######## bus_cycle_responder ########
==> bus_cycle_responder/sizes.png <==
Bar = 10 µm.
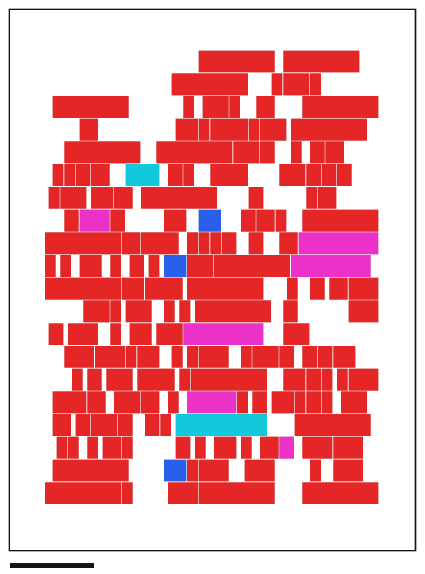

## src/rtl/bus_cycle_responder_pkg.sv

```systemverilog
`default_nettype none
// ============================================================================
// Module      : bus_cycle_responder_pkg
// Description : Shared types and helpers for the 68000 bus-cycle responder:
//               FSM state encoding, the latched region type, and the
//               region-priority decode applied at cycle start.
// Revision    : 1.0 - initial release
// ============================================================================
package bus_cycle_responder_pkg;

  // Responder FSM states. The encoding width is fixed explicitly.
  typedef enum logic [1:0] {
    IDLE = 2'd0,
    WAIT = 2'd1,
    ACK  = 2'd2,
    BERR = 2'd3
  } state_t;

  // Region captured when a cycle starts.
  typedef enum logic [2:0] {
    RGN_ROM  = 3'd0,
    RGN_RAM  = 3'd1,
    RGN_IO   = 3'd2,
    RGN_DRAM = 3'd3,
    RGN_NONE = 3'd4
  } region_t;

  // Select priority: ROM > on-chip RAM > IO > DRAM > none. On-chip RAM
  // beating DRAM resolves the overlapping window where the decoder raises
  // both selects.
  function automatic region_t selectRegion(input logic rom, input logic ram,
                                           input logic io, input logic dram);
    region_t r;
    if (rom)       r = RGN_ROM;
    else if (ram)  r = RGN_RAM;
    else if (io)   r = RGN_IO;
    else if (dram) r = RGN_DRAM;
    else           r = RGN_NONE;
    return r;
  endfunction

  // Internal regions are timed by the local wait counter; DRAM and
  // unselected cycles rely on the external acknowledge or the watchdog.
  function automatic logic isInternal(input region_t r);
    return (r == RGN_ROM) || (r == RGN_RAM) || (r == RGN_IO);
  endfunction

endpackage : bus_cycle_responder_pkg
`default_nettype wire

```

## src/rtl/bus_cycle_responder_timer.sv

```systemverilog
`default_nettype none
// ============================================================================
// Module      : response_timer
// Description : Wait-state down-counter plus bus-error watchdog up-counter.
//               The wait counter is loaded with the region's wait value and
//               reports done when it reaches one; the watchdog is cleared at
//               cycle start and reports timeout one count before the limit,
//               so the FSM leaves WAIT exactly TIMEOUT edges after start.
// Revision    : 1.0 - initial release
// ============================================================================
module response_timer #(
  parameter int WIDTH   = 8,
  parameter int TIMEOUT = 255
) (
  input  logic             clk,
  input  logic             rst_n,
  input  logic             i_load,
  input  logic [WIDTH-1:0] i_loadValue,
  input  logic             i_clear,
  input  logic             i_enable,
  output logic             o_done,
  output logic             o_timeout
);

  localparam logic [WIDTH-1:0] c_one         = WIDTH'(1);
  localparam logic [WIDTH-1:0] c_timeoutLast = WIDTH'(TIMEOUT - 1);

  logic [WIDTH-1:0] r_waitCnt;
  logic [WIDTH-1:0] r_timeoutCnt;

  // Wait-state counter: load at start, count down while enabled, hold at zero.
  always_ff @(posedge clk or negedge rst_n) begin
    if (!rst_n) begin
      r_waitCnt <= '0;
    end else if (i_load) begin
      r_waitCnt <= i_loadValue;
    end else if (i_enable && (r_waitCnt != '0)) begin
      r_waitCnt <= r_waitCnt - c_one;
    end
  end

  // Watchdog counter: cleared at start, counts every enabled edge.
  always_ff @(posedge clk or negedge rst_n) begin
    if (!rst_n) begin
      r_timeoutCnt <= '0;
    end else if (i_clear) begin
      r_timeoutCnt <= '0;
    end else if (i_enable) begin
      r_timeoutCnt <= r_timeoutCnt + c_one;
    end
  end

  assign o_done    = (r_waitCnt == c_one);
  assign o_timeout = (r_timeoutCnt == c_timeoutLast);

endmodule : response_timer
`default_nettype wire

```

## src/rtl/bus_cycle_responder.sv

```systemverilog
`default_nettype none
// ============================================================================
// Module      : bus_cycle_responder
// Description : Terminates 68000 bus cycles. Latches the decoded region at
//               the falling edge of AS_L, inserts the region's wait states
//               (or waits for the DRAM controller's DTACK), then drives
//               DTACK_L; unanswered cycles are ended with BERR_L by a
//               watchdog. Both outputs are registered from the next state,
//               so a zero-wait region is acknowledged on the start edge.
// Revision    : 1.0 - initial release
// ============================================================================
module bus_cycle_responder #(
  parameter int ROM_WAIT     = 0,
  parameter int RAM_WAIT     = 1,
  parameter int IO_WAIT      = 3,
  parameter int BERR_TIMEOUT = 255
) (
  input  logic Clock,
  input  logic Reset_L,
  input  logic AS_L,
  input  logic UDS_L,
  input  logic LDS_L,
  input  logic OnChipRomSelect_H,
  input  logic OnChipRamSelect_H,
  input  logic IOSelect_H,
  input  logic DramSelect_H,
  input  logic DramDtack_L,
  output logic DtackOut_L,
  output logic BErr_L,
  output logic Busy_H
);

  import bus_cycle_responder_pkg::*;

  localparam int c_cntW = $clog2(BERR_TIMEOUT + 1);

  localparam logic [c_cntW-1:0] c_romWait = c_cntW'(ROM_WAIT);
  localparam logic [c_cntW-1:0] c_ramWait = c_cntW'(RAM_WAIT);
  localparam logic [c_cntW-1:0] c_ioWait  = c_cntW'(IO_WAIT);

  state_t             r_state;
  state_t             w_nextState;
  region_t            r_region;
  region_t            w_startRegion;
  logic               r_asPrev;
  logic [1:0]         r_unusedStrobes;
  logic               r_dtackL;
  logic               r_berrL;
  logic [c_cntW-1:0]  w_startWait;
  logic               w_start;
  logic               w_ackCond;
  logic               w_waitDone;
  logic               w_timeout;
  logic               w_timerEnable;
  logic               w_dtackNext;
  logic               w_berrNext;

  // A cycle starts on the first edge that sees AS_L low after seeing it high.
  assign w_start       = (r_state == IDLE) && !AS_L && r_asPrev;
  assign w_startRegion = selectRegion(OnChipRomSelect_H, OnChipRamSelect_H,
                                      IOSelect_H, DramSelect_H);
  assign w_timerEnable = (r_state == WAIT);

  // Wait value loaded at start; DRAM and unselected cycles load zero.
  always_comb begin
    w_startWait = '0;
    case (w_startRegion)
      RGN_ROM: w_startWait = c_romWait;
      RGN_RAM: w_startWait = c_ramWait;
      RGN_IO:  w_startWait = c_ioWait;
      default: w_startWait = '0;
    endcase
  end

  // Acknowledge condition while in WAIT, decided by the latched region only.
  always_comb begin
    w_ackCond = 1'b0;
    if (isInternal(r_region)) begin
      w_ackCond = w_waitDone;
    end else if (r_region == RGN_DRAM) begin
      w_ackCond = !DramDtack_L;
    end
  end

  response_timer #(
    .WIDTH   (c_cntW),
    .TIMEOUT (BERR_TIMEOUT)
  ) u_timer (
    .clk         (Clock),
    .rst_n       (Reset_L),
    .i_load      (w_start),
    .i_loadValue (w_startWait),
    .i_clear     (w_start),
    .i_enable    (w_timerEnable),
    .o_done      (w_waitDone),
    .o_timeout   (w_timeout)
  );

  // State register.
  always_ff @(posedge Clock or negedge Reset_L) begin
    if (!Reset_L) begin
      r_state <= IDLE;
    end else begin
      r_state <= w_nextState;
    end
  end

  // Next-state logic: abort beats acknowledge, acknowledge beats timeout.
  always_comb begin
    w_nextState = r_state;
    case (r_state)
      IDLE: begin
        if (w_start) begin
          if (isInternal(w_startRegion) && (w_startWait == '0)) begin
            w_nextState = ACK;
          end else begin
            w_nextState = WAIT;
          end
        end
      end
      WAIT: begin
        if (AS_L) begin
          w_nextState = IDLE;
        end else if (w_ackCond) begin
          w_nextState = ACK;
        end else if (w_timeout) begin
          w_nextState = BERR;
        end
      end
      ACK, BERR: begin
        if (AS_L) begin
          w_nextState = IDLE;
        end
      end
      default: w_nextState = IDLE;
    endcase
  end

  // Output decode from the next state, so the strobes register with it.
  always_comb begin
    w_dtackNext = 1'b1;
    w_berrNext  = 1'b1;
    case (w_nextState)
      ACK:     w_dtackNext = 1'b0;
      BERR:    w_berrNext  = 1'b0;
      default: begin
        w_dtackNext = 1'b1;
        w_berrNext  = 1'b1;
      end
    endcase
  end

  // Registered CPU strobes; reset forces both inactive immediately.
  always_ff @(posedge Clock or negedge Reset_L) begin
    if (!Reset_L) begin
      r_dtackL <= 1'b1;
      r_berrL  <= 1'b1;
    end else begin
      r_dtackL <= w_dtackNext;
      r_berrL  <= w_berrNext;
    end
  end

  // AS_L history, region latch, and data strobes captured for debug only.
  // AsPrev resets to "asserted" so a cycle in flight across reset is skipped.
  always_ff @(posedge Clock or negedge Reset_L) begin
    if (!Reset_L) begin
      r_asPrev        <= 1'b0;
      r_region        <= RGN_NONE;
      r_unusedStrobes <= 2'b11;
    end else begin
      r_asPrev <= AS_L;
      if (w_start) begin
        r_region        <= w_startRegion;
        r_unusedStrobes <= {UDS_L, LDS_L};
      end
    end
  end

  assign DtackOut_L = r_dtackL;
  assign BErr_L     = r_berrL;
  assign Busy_H     = (r_state != IDLE);

endmodule : bus_cycle_responder
`default_nettype wire

```

## config.mk

```make
export PLATFORM = sky130hd
export DESIGN_NAME = bus_cycle_responder
export DESIGN_NICKNAME = d
export VERILOG_FILES = /design/src/rtl/bus_cycle_responder_pkg.sv /design/src/rtl/bus_cycle_responder_timer.sv /design/src/rtl/bus_cycle_responder.sv
export SDC_FILE = /design/constraint.sdc
export NUM_CORES = 1
export LEC_CHECK = 0
export CORE_ASPECT_RATIO = 1.4
export CORE_MARGIN = 4
export CORE_UTILIZATION = 60
export DETAILED_ROUTE_END_ITERATION = 12
export GPL_ROUTABILITY_DRIVEN = 1
export GPL_TIMING_DRIVEN = 0
export PLACE_DENSITY = 0.83
export SETUP_SLACK_MARGIN = 0.05
export SYNTH_ARGS = -nofsm -noshare
export SYNTH_HDL_FRONTEND = slang
export SYNTH_HIERARCHICAL = 1
export SYNTH_SLANG_ARGS = --single-unit
```

## constraint.sdc

```tcl
create_clock -name Clock -period 3.6 [get_ports Clock]
set_clock_uncertainty 0.1 [all_clocks]
set_input_delay 0.72 -clock Clock [delete_from_list [all_inputs] [get_ports Clock]]
set_output_delay 0.72 -clock Clock [all_outputs]
set_load 0.01 [all_outputs]
```

######## fm_3d_mu_rd_arb ########
`src/rtl/fm_3d_mu_rd_arb_pkg.sv`:
```
// Shared widths, FSM state type and arbitration helper for the memory-unit read arbiter.
package fm_3d_mu_rd_arb_pkg;

  localparam int unsigned IB_ADDR_WIDTH = 28;
  localparam int unsigned IB_LEN_WIDTH  = 6;
  localparam int unsigned IB_DATA_WIDTH = 32;
  localparam int unsigned TAG_DEPTH     = 4;

  typedef enum logic {
    StIdle,
    StReq
  } req_state_e;

  // Round-robin pick between two clients; returns the winning client id.
  function automatic logic rr_pick(input logic req0, input logic req1, input logic last);
    if (req0 && req1) begin
      return ~last;
    end
    return req1 & ~req0;
  endfunction

endpackage

```
`src/rtl/fm_3d_mu_tag_fifo.sv`:
```
// Outstanding-read tag FIFO: holds {client id, burst length} for each accepted request.
module fm_3d_mu_tag_fifo #(
  parameter int unsigned P_DEPTH     = 4,
  parameter int unsigned P_LEN_WIDTH = 6
) (
  input  logic                   clk_core,
  input  logic                   rst_x,
  input  logic                   push,
  input  logic                   push_id,
  input  logic [P_LEN_WIDTH-1:0] push_len,
  input  logic                   pop,
  output logic                   head_id,
  output logic [P_LEN_WIDTH-1:0] head_len,
  output logic                   full,
  output logic                   empty
);

  // P_DEPTH must be a power of two, at least 2.
  localparam int unsigned AW = $clog2(P_DEPTH);

  logic [AW:0]                             wp_q, rp_q;
  logic [P_DEPTH-1:0]                      id_q;
  logic [P_DEPTH-1:0][P_LEN_WIDTH-1:0]     len_q;
  logic                                    do_push, do_pop;

  // Extra MSB on the pointers distinguishes full from empty.
  assign empty   = (wp_q == rp_q);
  assign full    = (wp_q[AW] != rp_q[AW]) && (wp_q[AW-1:0] == rp_q[AW-1:0]);
  assign do_push = push & ~full;
  assign do_pop  = pop & ~empty;

  assign head_id  = id_q[rp_q[AW-1:0]];
  assign head_len = len_q[rp_q[AW-1:0]];

  always_ff @(posedge clk_core or negedge rst_x) begin
    if (!rst_x) begin
      wp_q  <= '0;
      rp_q  <= '0;
      id_q  <= '0;
      len_q <= '0;
    end else begin
      if (do_push) begin
        id_q[wp_q[AW-1:0]]  <= push_id;
        len_q[wp_q[AW-1:0]] <= push_len;
        wp_q                <= wp_q + 1'b1;
      end
      if (do_pop) begin
        rp_q <= rp_q + 1'b1;
      end
    end
  end

endmodule

```
`src/rtl/fm_3d_mu_rd_arb.sv`:
```
// Two-client read arbiter: round-robin request grant, tag FIFO for in-order read-data routing.
module fm_3d_mu_rd_arb
  import fm_3d_mu_rd_arb_pkg::*;
#(
  parameter int unsigned P_IB_ADDR_WIDTH = IB_ADDR_WIDTH,
  parameter int unsigned P_IB_LEN_WIDTH  = IB_LEN_WIDTH,
  parameter int unsigned P_IB_DATA_WIDTH = IB_DATA_WIDTH,
  parameter int unsigned P_TAG_DEPTH     = TAG_DEPTH
) (
  input  logic                       clk_core,
  input  logic                       rst_x,
  input  logic                       i_req_c0,
  input  logic [P_IB_ADDR_WIDTH-1:0] i_adrs_c0,
  input  logic [P_IB_LEN_WIDTH-1:0]  i_len_c0,
  output logic                       o_ack_c0,
  output logic                       o_strr_c0,
  output logic [P_IB_DATA_WIDTH-1:0] o_dbr_c0,
  input  logic                       i_req_c1,
  input  logic [P_IB_ADDR_WIDTH-1:0] i_adrs_c1,
  input  logic [P_IB_LEN_WIDTH-1:0]  i_len_c1,
  output logic                       o_ack_c1,
  output logic                       o_strr_c1,
  output logic [P_IB_DATA_WIDTH-1:0] o_dbr_c1,
  output logic                       o_req_co,
  output logic [P_IB_ADDR_WIDTH-1:0] o_adrs_co,
  output logic [P_IB_LEN_WIDTH-1:0]  o_len_co,
  input  logic                       i_ack_co,
  input  logic                       i_strr_co,
  input  logic [P_IB_DATA_WIDTH-1:0] i_dbr_co,
  output logic                       o_err
);

  req_state_e                 state_q;
  logic                       gnt_q, last_q;
  logic [P_IB_ADDR_WIDTH-1:0] adrs_q;
  logic [P_IB_LEN_WIDTH-1:0]  len_q;
  logic [P_IB_LEN_WIDTH-1:0]  beat_q, beat_d, beat_inc;
  logic                       err_q, err_d;

  logic                       ack_fire, any_req, win;
  logic                       fifo_full, fifo_empty, head_id;
  logic [P_IB_LEN_WIDTH-1:0]  head_len;
  logic                       strr_fire, pop;

  assign ack_fire = i_ack_co & (state_q == StReq);
  assign any_req  = i_req_c0 | i_req_c1;
  assign win      = rr_pick(i_req_c0, i_req_c1, last_q);

  always_ff @(posedge clk_core or negedge rst_x) begin
    if (!rst_x) begin
      state_q <= StIdle;
      gnt_q   <= 1'b0;
      last_q  <= 1'b1;
      adrs_q  <= '0;
      len_q   <= '0;
    end else begin
      unique case (state_q)
        StIdle: begin
          if (any_req && !fifo_full && !ack_fire) begin
            state_q <= StReq;
            gnt_q   <= win;
            last_q  <= win;
            adrs_q  <= win ? i_adrs_c1 : i_adrs_c0;
            len_q   <= win ? i_len_c1 : i_len_c0;
          end
        end
        StReq: begin
          if (i_ack_co) begin
            state_q <= StIdle;
          end
        end
        default: state_q <= StIdle;
      endcase
    end
  end

  assign o_req_co  = (state_q == StReq);
  assign o_adrs_co = adrs_q;
  assign o_len_co  = len_q;
  assign o_ack_c0  = ack_fire & ~gnt_q;
  assign o_ack_c1  = ack_fire & gnt_q;

  fm_3d_mu_tag_fifo #(
    .P_DEPTH     (P_TAG_DEPTH),
    .P_LEN_WIDTH (P_IB_LEN_WIDTH)
  ) u_tag_fifo (
    .clk_core (clk_core),
    .rst_x    (rst_x),
    .push     (ack_fire),
    .push_id  (gnt_q),
    .push_len (len_q),
    .pop      (pop),
    .head_id  (head_id),
    .head_len (head_len),
    .full     (fifo_full),
    .empty    (fifo_empty)
  );

  // Strobes with nothing outstanding are dropped and flagged.
  assign strr_fire = i_strr_co & ~fifo_empty;
  assign beat_inc  = beat_q + 1'b1;
  assign pop       = strr_fire & (beat_inc == head_len);

  always_comb begin
    beat_d = beat_q;
    err_d  = err_q | (i_strr_co & fifo_empty);
    if (pop) begin
      beat_d = '0;
    end else if (strr_fire) begin
      beat_d = beat_inc;
    end
  end

  always_ff @(posedge clk_core or negedge rst_x) begin
    if (!rst_x) begin
      beat_q <= '0;
      err_q  <= 1'b0;
    end else begin
      beat_q <= beat_d;
      err_q  <= err_d;
    end
  end

  assign o_strr_c0 = strr_fire & ~head_id;
  assign o_strr_c1 = strr_fire & head_id;
  assign o_dbr_c0  = i_dbr_co;
  assign o_dbr_c1  = i_dbr_co;
  assign o_err     = err_q;

endmodule

```
`config.mk`:
```
export PLATFORM = sky130hd
export DESIGN_NAME = fm_3d_mu_rd_arb
export DESIGN_NICKNAME = d
export VERILOG_FILES = /design/src/rtl/fm_3d_mu_rd_arb_pkg.sv /design/src/rtl/fm_3d_mu_tag_fifo.sv /design/src/rtl/fm_3d_mu_rd_arb.sv
export SDC_FILE = /design/constraint.sdc
export NUM_CORES = 1
export LEC_CHECK = 0
export CAP_MARGIN = 0
export CORE_MARGIN = 3
export CORE_UTILIZATION = 40
export DETAILED_ROUTE_END_ITERATION = 10
export GPL_TIMING_DRIVEN = 0
export PLACE_DENSITY = 0.9
export SETUP_SLACK_MARGIN = 0.3
export SLEW_MARGIN = 10
export SYNTH_ARGS = -nofsm -noshare
export SYNTH_HDL_FRONTEND = slang
export SYNTH_HIERARCHICAL = 1
export SYNTH_SLANG_ARGS = --single-unit
```
`constraint.sdc`:
```
create_clock -name clk_core -period 3 [get_ports clk_core]
set_input_delay 0.6 -clock clk_core [delete_from_list [all_inputs] [get_ports clk_core]]
set_output_delay 0.6 -clock clk_core [all_outputs]
set_load 0.1 [all_outputs]
```

==> screenshots <==
Placement by cell class.
image #1
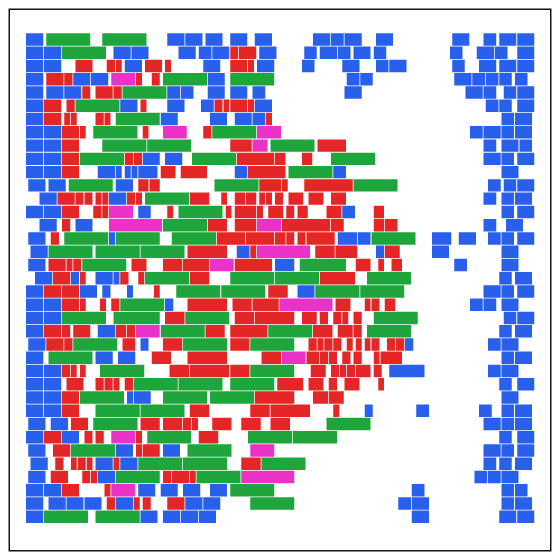
image #2
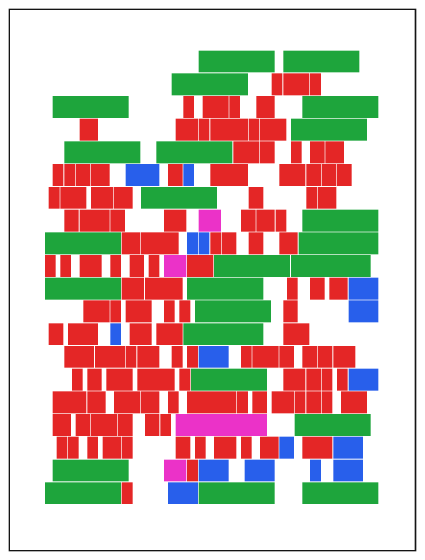
The one with the most sequential cells is image #1.
Image #1 is fm_3d_mu_rd_arb.
Image #2 is bus_cycle_responder.

==> fm_3d_mu_rd_arb/clocks.png <==
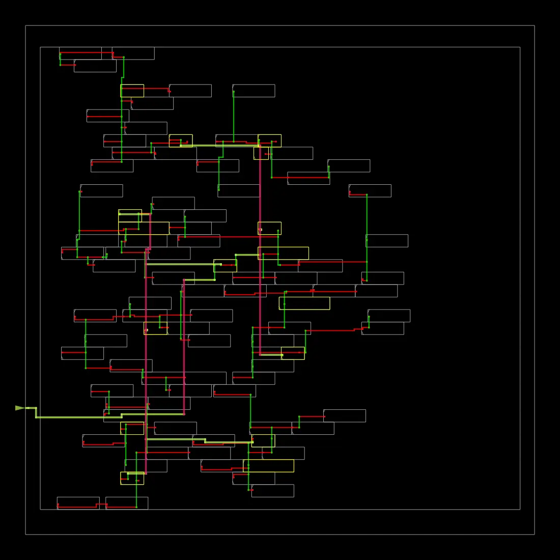
clock latency (worst-skew pair): 0.36 ns
number of sinks driven by the clock tree: 78

==> commit_impl_results.txt, fm_3d_mu_rd_arb <==
Record implementation results from latest flow run

- The run finished with clean final reports.
* Final worst slack: roughly 0.37 ns
* Metal3 WL: between 1000 and 1500 µm
* Average vias per placed instance: around 5
- Reg2Reg Capture Point: u_tag_fifo/rp_q[1]
* Logic gate fraction of the total cell area: 0.284
- CTS added clock buffers totalling 9.
- The area fraction of the largest cell type after synthesis is 0.439.
* Wire length of the first global-routing pass: 18900 µm
* Syn Inst Count: 396
* Clock tree from TritonCTS: yes
- Sequential cell area share: 0.291
- Switching power as a fraction of the total was reported as 0.531.
- Placement Rows: 37
- Critical Path Source Type: flop
* Pin count of the biggest net entering global routing: 45
- Final clock skew: ~0.011 ns
- The share of total power dissipated in sequential elements is 0.251.
- The power report attributes to the combinational group a share of 0.607.
* Synthesis-to-finish area growth: 53.0%
- Logic depth of the worst register-to-register path: 7
* Gpl congestion: just under 0.8
- The register with the most flip-flops in the layout has 28 of them.
- By area, the class that comes first in the final layout consists of buffers.
- For the final routed database, the setup TNS stands at 0 ns.
- The final power report lists total power as between 7 and 8 mW.
- Final design instance area without fill: 6720 µm²
- The number of global-route vias before repair was 3836.
* Main logic family after synthesis: multiplexers
- Across the placement rows, the number of tap cells is ~140.
* Non-CTS inverters: 5
==> bus_cycle_responder/flops_by_reg.png <==
Bar = 10 µm. Other sequential cells in the stronger gray, the rest of the logic in the fainter gray.
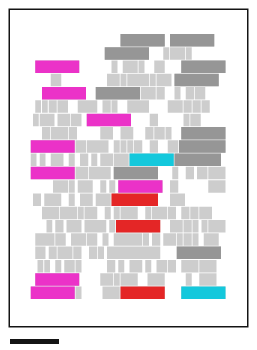
r_state -> cyan  # sequential cells 2
r_region -> red  # sequential cells 3
u_timer/r_waitCnt -> magenta  # sequential cells 8
not colored = 11

==> bus_cycle_responder/clk_routes.png <==
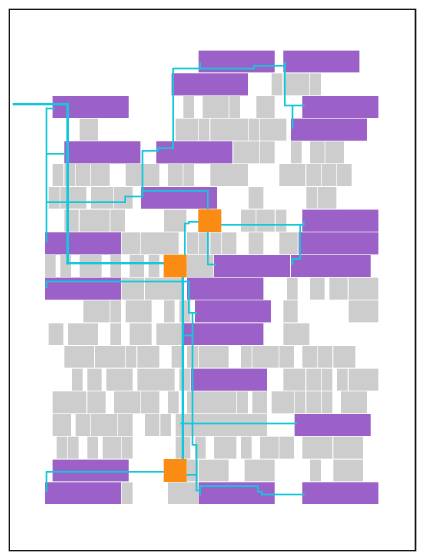
clock wires -> cyan  # length 276 µm
clock drivers -> orange  # count 3
flip-flops -> purple  # count 24
routed clock nets = 4
flops lie = spread over the die
clock latency (worst-skew pair): 0.32 ns
clock share of power: 0.257
power in the clock group: 0.196 mW

Notes on bus_cycle_responder/sizes.png above:
_0 and _1 cells -> red  # cells 157, most used dfrtp_1
_6 and larger -> cyan  # cells 2
_2 cells -> magenta  # cells 6, most used dfstp_2
_3 and _4 cells -> blue  # cells 3, most used clkbuf_4
final worst slack: 0.708 ns
synthesis-to-finish area growth: 13.7%
final design instance area without fill: 1560 µm²
number of signal-net buffers in the layout: 16

==> commit_impl_results.txt, bus_cycle_responder <==
Record implementation results from latest flow run

* Logic gate fraction of the total cell area: 0.463
* Gr busiest metal: met2
- By count the netlist is led by 21 x dfrtp_1, 17 x nor2_1, 11 x nand2_1, 9 x a21oi_1, 8 x inv_1.
- Count of clock buffers in the final design: 3
* Required time worst endpoint: 3.75 ns
- TritonCTS built the clock tree.
- Path class of the lowest-slack min-delay path: flop to flop
* Lkg Pwr: 0.643 nW
* Number of vias after detailed routing: about 1.2k
- The sequential cells in the finished layout cover a total of 604 µm².
- The flow ran to the end, and the final reports show no timing, DRC or antenna violations.
* Number of flops mapped to enable cells by yosys: 0
- Proportion of synthesized chip area in sequential cells: 0.439
- For reference, the critical path is captured by u_timer/r_timeoutCnt[7].
- Number of gates resized after CTS: 0
* Sum of internal, switching and leakage power: 0.765 mW
- Buffers added on ports: 9
- In the final report, the number of pins over their slew limit comes to 0.
* CP arrival: between 3 and 4 ns
- Drt pass-1 iters: 4

######## stream_mux_n ########
--- src/rtl/stream_mux_pkg.sv ---
// stream_mux_pkg
// Shared constants for the N-channel stream multiplexer.
//   MODE_SELECT / MODE_RR : values for the MODE parameter of stream_mux_n
//   sel_width()           : width of the channel-index fields (sel, out_chan)
package stream_mux_pkg;

  localparam int MODE_SELECT = 0;
  localparam int MODE_RR     = 1;

  // Never narrower than one bit, so a channel index always has a real port.
  function automatic int sel_width(input int n);
    return (n < 2) ? 1 : $clog2(n);
  endfunction

endpackage

--- src/rtl/stream_mux_n_rr_arbiter.sv ---
// rr_arbiter
// Round-robin arbiter that owns the priority pointer.
//   clk, rst  : clock, synchronous active-high reset
//   req       : per-channel request (the input valids)
//   advance   : a transfer took place on the granted channel this cycle
//   grant     : one-hot grant, all zero when nothing requests
//   grant_idx : index of the granted channel (only meaningful when grant != 0)
module rr_arbiter
  import stream_mux_pkg::*;
#(
  parameter int CHANNELS = 4,
  parameter int SEL_W    = sel_width(CHANNELS)
) (
  input  logic                clk,
  input  logic                rst,
  input  logic [CHANNELS-1:0] req,
  input  logic                advance,
  output logic [CHANNELS-1:0] grant,
  output logic [SEL_W-1:0]    grant_idx
);

  // Last channel served; the search starts just after it.
  logic [SEL_W-1:0] ptr;
  logic             found;

  always_comb begin
    grant     = '0;
    grant_idx = '0;
    found     = 1'b0;
    for (int k = 1; k <= CHANNELS; k++) begin
      int idx;
      idx = (int'(ptr) + k) % CHANNELS;
      if (!found && req[idx]) begin
        found      = 1'b1;
        grant[idx] = 1'b1;
        grant_idx  = SEL_W'(idx);
      end
    end
  end

  // Reset points at the last channel so channel 0 wins first.
  // Stalls and idle cycles leave the pointer alone.
  always_ff @(posedge clk) begin
    if (rst)
      ptr <= SEL_W'(CHANNELS - 1);
    else if (advance)
      ptr <= grant_idx;
  end

endmodule

--- src/rtl/stream_mux_n.sv ---
// stream_mux_n
// N-channel registered stream multiplexer with valid/ready handshakes.
// Channel choice is either the sel input (MODE_SELECT) or round-robin (MODE_RR).
//   clk, rst  : clock, synchronous active-high reset
//   in_data   : CHANNELS packed words, channel i at [i*WIDTH +: WIDTH]
//   in_valid  : per-channel valid
//   in_ready  : per-channel ready (combinational from in_valid/sel/out_ready)
//   sel       : channel select, used in MODE_SELECT only
//   out_data  : registered output word
//   out_chan  : channel that supplied out_data
//   out_valid : output word valid
//   out_ready : consumer ready
module stream_mux_n
  import stream_mux_pkg::*;
#(
  parameter  int WIDTH    = 8,
  parameter  int CHANNELS = 4,
  parameter  int MODE     = MODE_SELECT,
  localparam int SEL_W    = sel_width(CHANNELS)
) (
  input  logic                      clk,
  input  logic                      rst,
  input  logic [CHANNELS*WIDTH-1:0] in_data,
  input  logic [CHANNELS-1:0]       in_valid,
  output logic [CHANNELS-1:0]       in_ready,
  input  logic [SEL_W-1:0]          sel,
  output logic [WIDTH-1:0]          out_data,
  output logic [SEL_W-1:0]          out_chan,
  output logic                      out_valid,
  input  logic                      out_ready
);

  logic                load;
  logic                xfer;
  logic [CHANNELS-1:0] gnt_ready;
  logic [SEL_W-1:0]    gnt_idx;
  logic [WIDTH-1:0]    mux_data;

  // Output register is empty or drains this cycle.
  assign load = !out_valid || out_ready;

  generate
    if (MODE == MODE_RR) begin : g_rr
      rr_arbiter #(.CHANNELS(CHANNELS), .SEL_W(SEL_W)) u_arb (
        .clk       (clk),
        .rst       (rst),
        .req       (in_valid),
        .advance   (xfer),
        .grant     (gnt_ready),
        .grant_idx (gnt_idx)
      );
    end else begin : g_sel
      // Ready is offered on sel regardless of its valid. An out-of-range sel
      // (non-power-of-2 CHANNELS) matches no bit, so nothing is offered.
      always_comb begin
        gnt_ready = '0;
        for (int i = 0; i < CHANNELS; i++)
          gnt_ready[i] = (sel == SEL_W'(i));
      end
      assign gnt_idx = sel;
    end
  endgenerate

  // Ready is withheld during reset so no upstream word is lost in that cycle.
  assign in_ready = (load && !rst) ? gnt_ready : '0;
  assign xfer     = |(in_valid & in_ready);
  assign mux_data = in_data[int'(gnt_idx)*WIDTH +: WIDTH];

  always_ff @(posedge clk) begin
    if (rst) begin
      out_valid <= 1'b0;
      out_data  <= '0;
      out_chan  <= '0;
    end else if (load) begin
      out_valid <= xfer;
      if (xfer) begin
        out_data <= mux_data;
        out_chan <= gnt_idx;
      end
    end
  end

endmodule

--- config.mk ---
export PLATFORM = sky130hd
export DESIGN_NAME = stream_mux_n
export DESIGN_NICKNAME = d
export VERILOG_FILES = /design/src/rtl/stream_mux_pkg.sv /design/src/rtl/stream_mux_n_rr_arbiter.sv /design/src/rtl/stream_mux_n.sv
export SDC_FILE = /design/constraint.sdc
export NUM_CORES = 1
export LEC_CHECK = 0
export CAP_MARGIN = 20
export CORE_MARGIN = 2
export CORE_UTILIZATION = 35
export CTS_BUF_LIST = sky130_fd_sc_hd__clkbuf_2
export DETAILED_ROUTE_END_ITERATION = 8
export GPL_TIMING_DRIVEN = 0
export PLACE_DENSITY = 0.95
export SLEW_MARGIN = 10
export SYNTH_ARGS = -nofsm -noshare
export SYNTH_HDL_FRONTEND = slang
export SYNTH_SLANG_ARGS = --single-unit
--- constraint.sdc ---
create_clock -name clk -period 4.5 [get_ports clk]
set_input_delay 0.675 -clock clk [delete_from_list [all_inputs] [get_ports clk]]
set_output_delay 0.675 -clock clk [all_outputs]
set_load 0.02 [all_outputs]
==> stream_mux_n/clk_routes.png <==
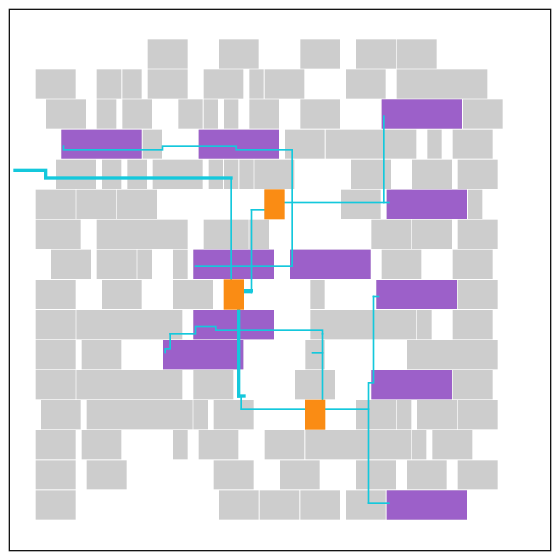
clock wires -> cyan  # length 168 µm
clock drivers -> orange  # count 3
flip-flops -> purple  # count 11
routed clock nets = 4
final clock skew: 0.000267 ns
clock latency (worst-skew pair): 0.25 ns
clock share of power: 0.211

==> commit_impl_results.txt <==
Record implementation results from latest flow run

- The sequential cells in the finished layout cover a total of roughly 220 µm².
* Detailed-placement wirelength estimate: about 1600 µm
- Clock tree synthesis found a total of 11 sinks.
- Reg2Reg Capture Point: out_data[0]
* I/O pins: 56
* Non-CTS inverters: 0
* Number of failing setup endpoints in the final timing report: 0
* Syn Inst Count: 60
- In this run the tool buffered the top-level ports with roughly 54 buffer cells.
- Switching portion of total power: 0.274
- Count of multi-input gates: 44
- Summed over all sequential cells, the power is 0.108 mW.
* Logic gate fraction of the total cell area: 0.346
- Per the final report, max-transition violations number 0.
- Per the post-synthesis report, the nets total 101.
- Gates resized during post-CTS repair numbered 0.
- Internal power summed over all cells: 0.196 mW
- The flow ran to the end, and the final reports show no timing, DRC or antenna violations.
* Unique cell type count in the Yosys netlist: 17
* Biggest registers after layout: out_data: 8 flops, out_chan: 2 flops, out_valid: 1 flops
- Number of antenna violations at the first check in global routing: 0
- For reference, the post-synthesis area per instance comes to 11.7 µm².
- The critical path is of the input port to primary output type.

Power figures rest on the tool's default switching activity, not on a simulated workload.
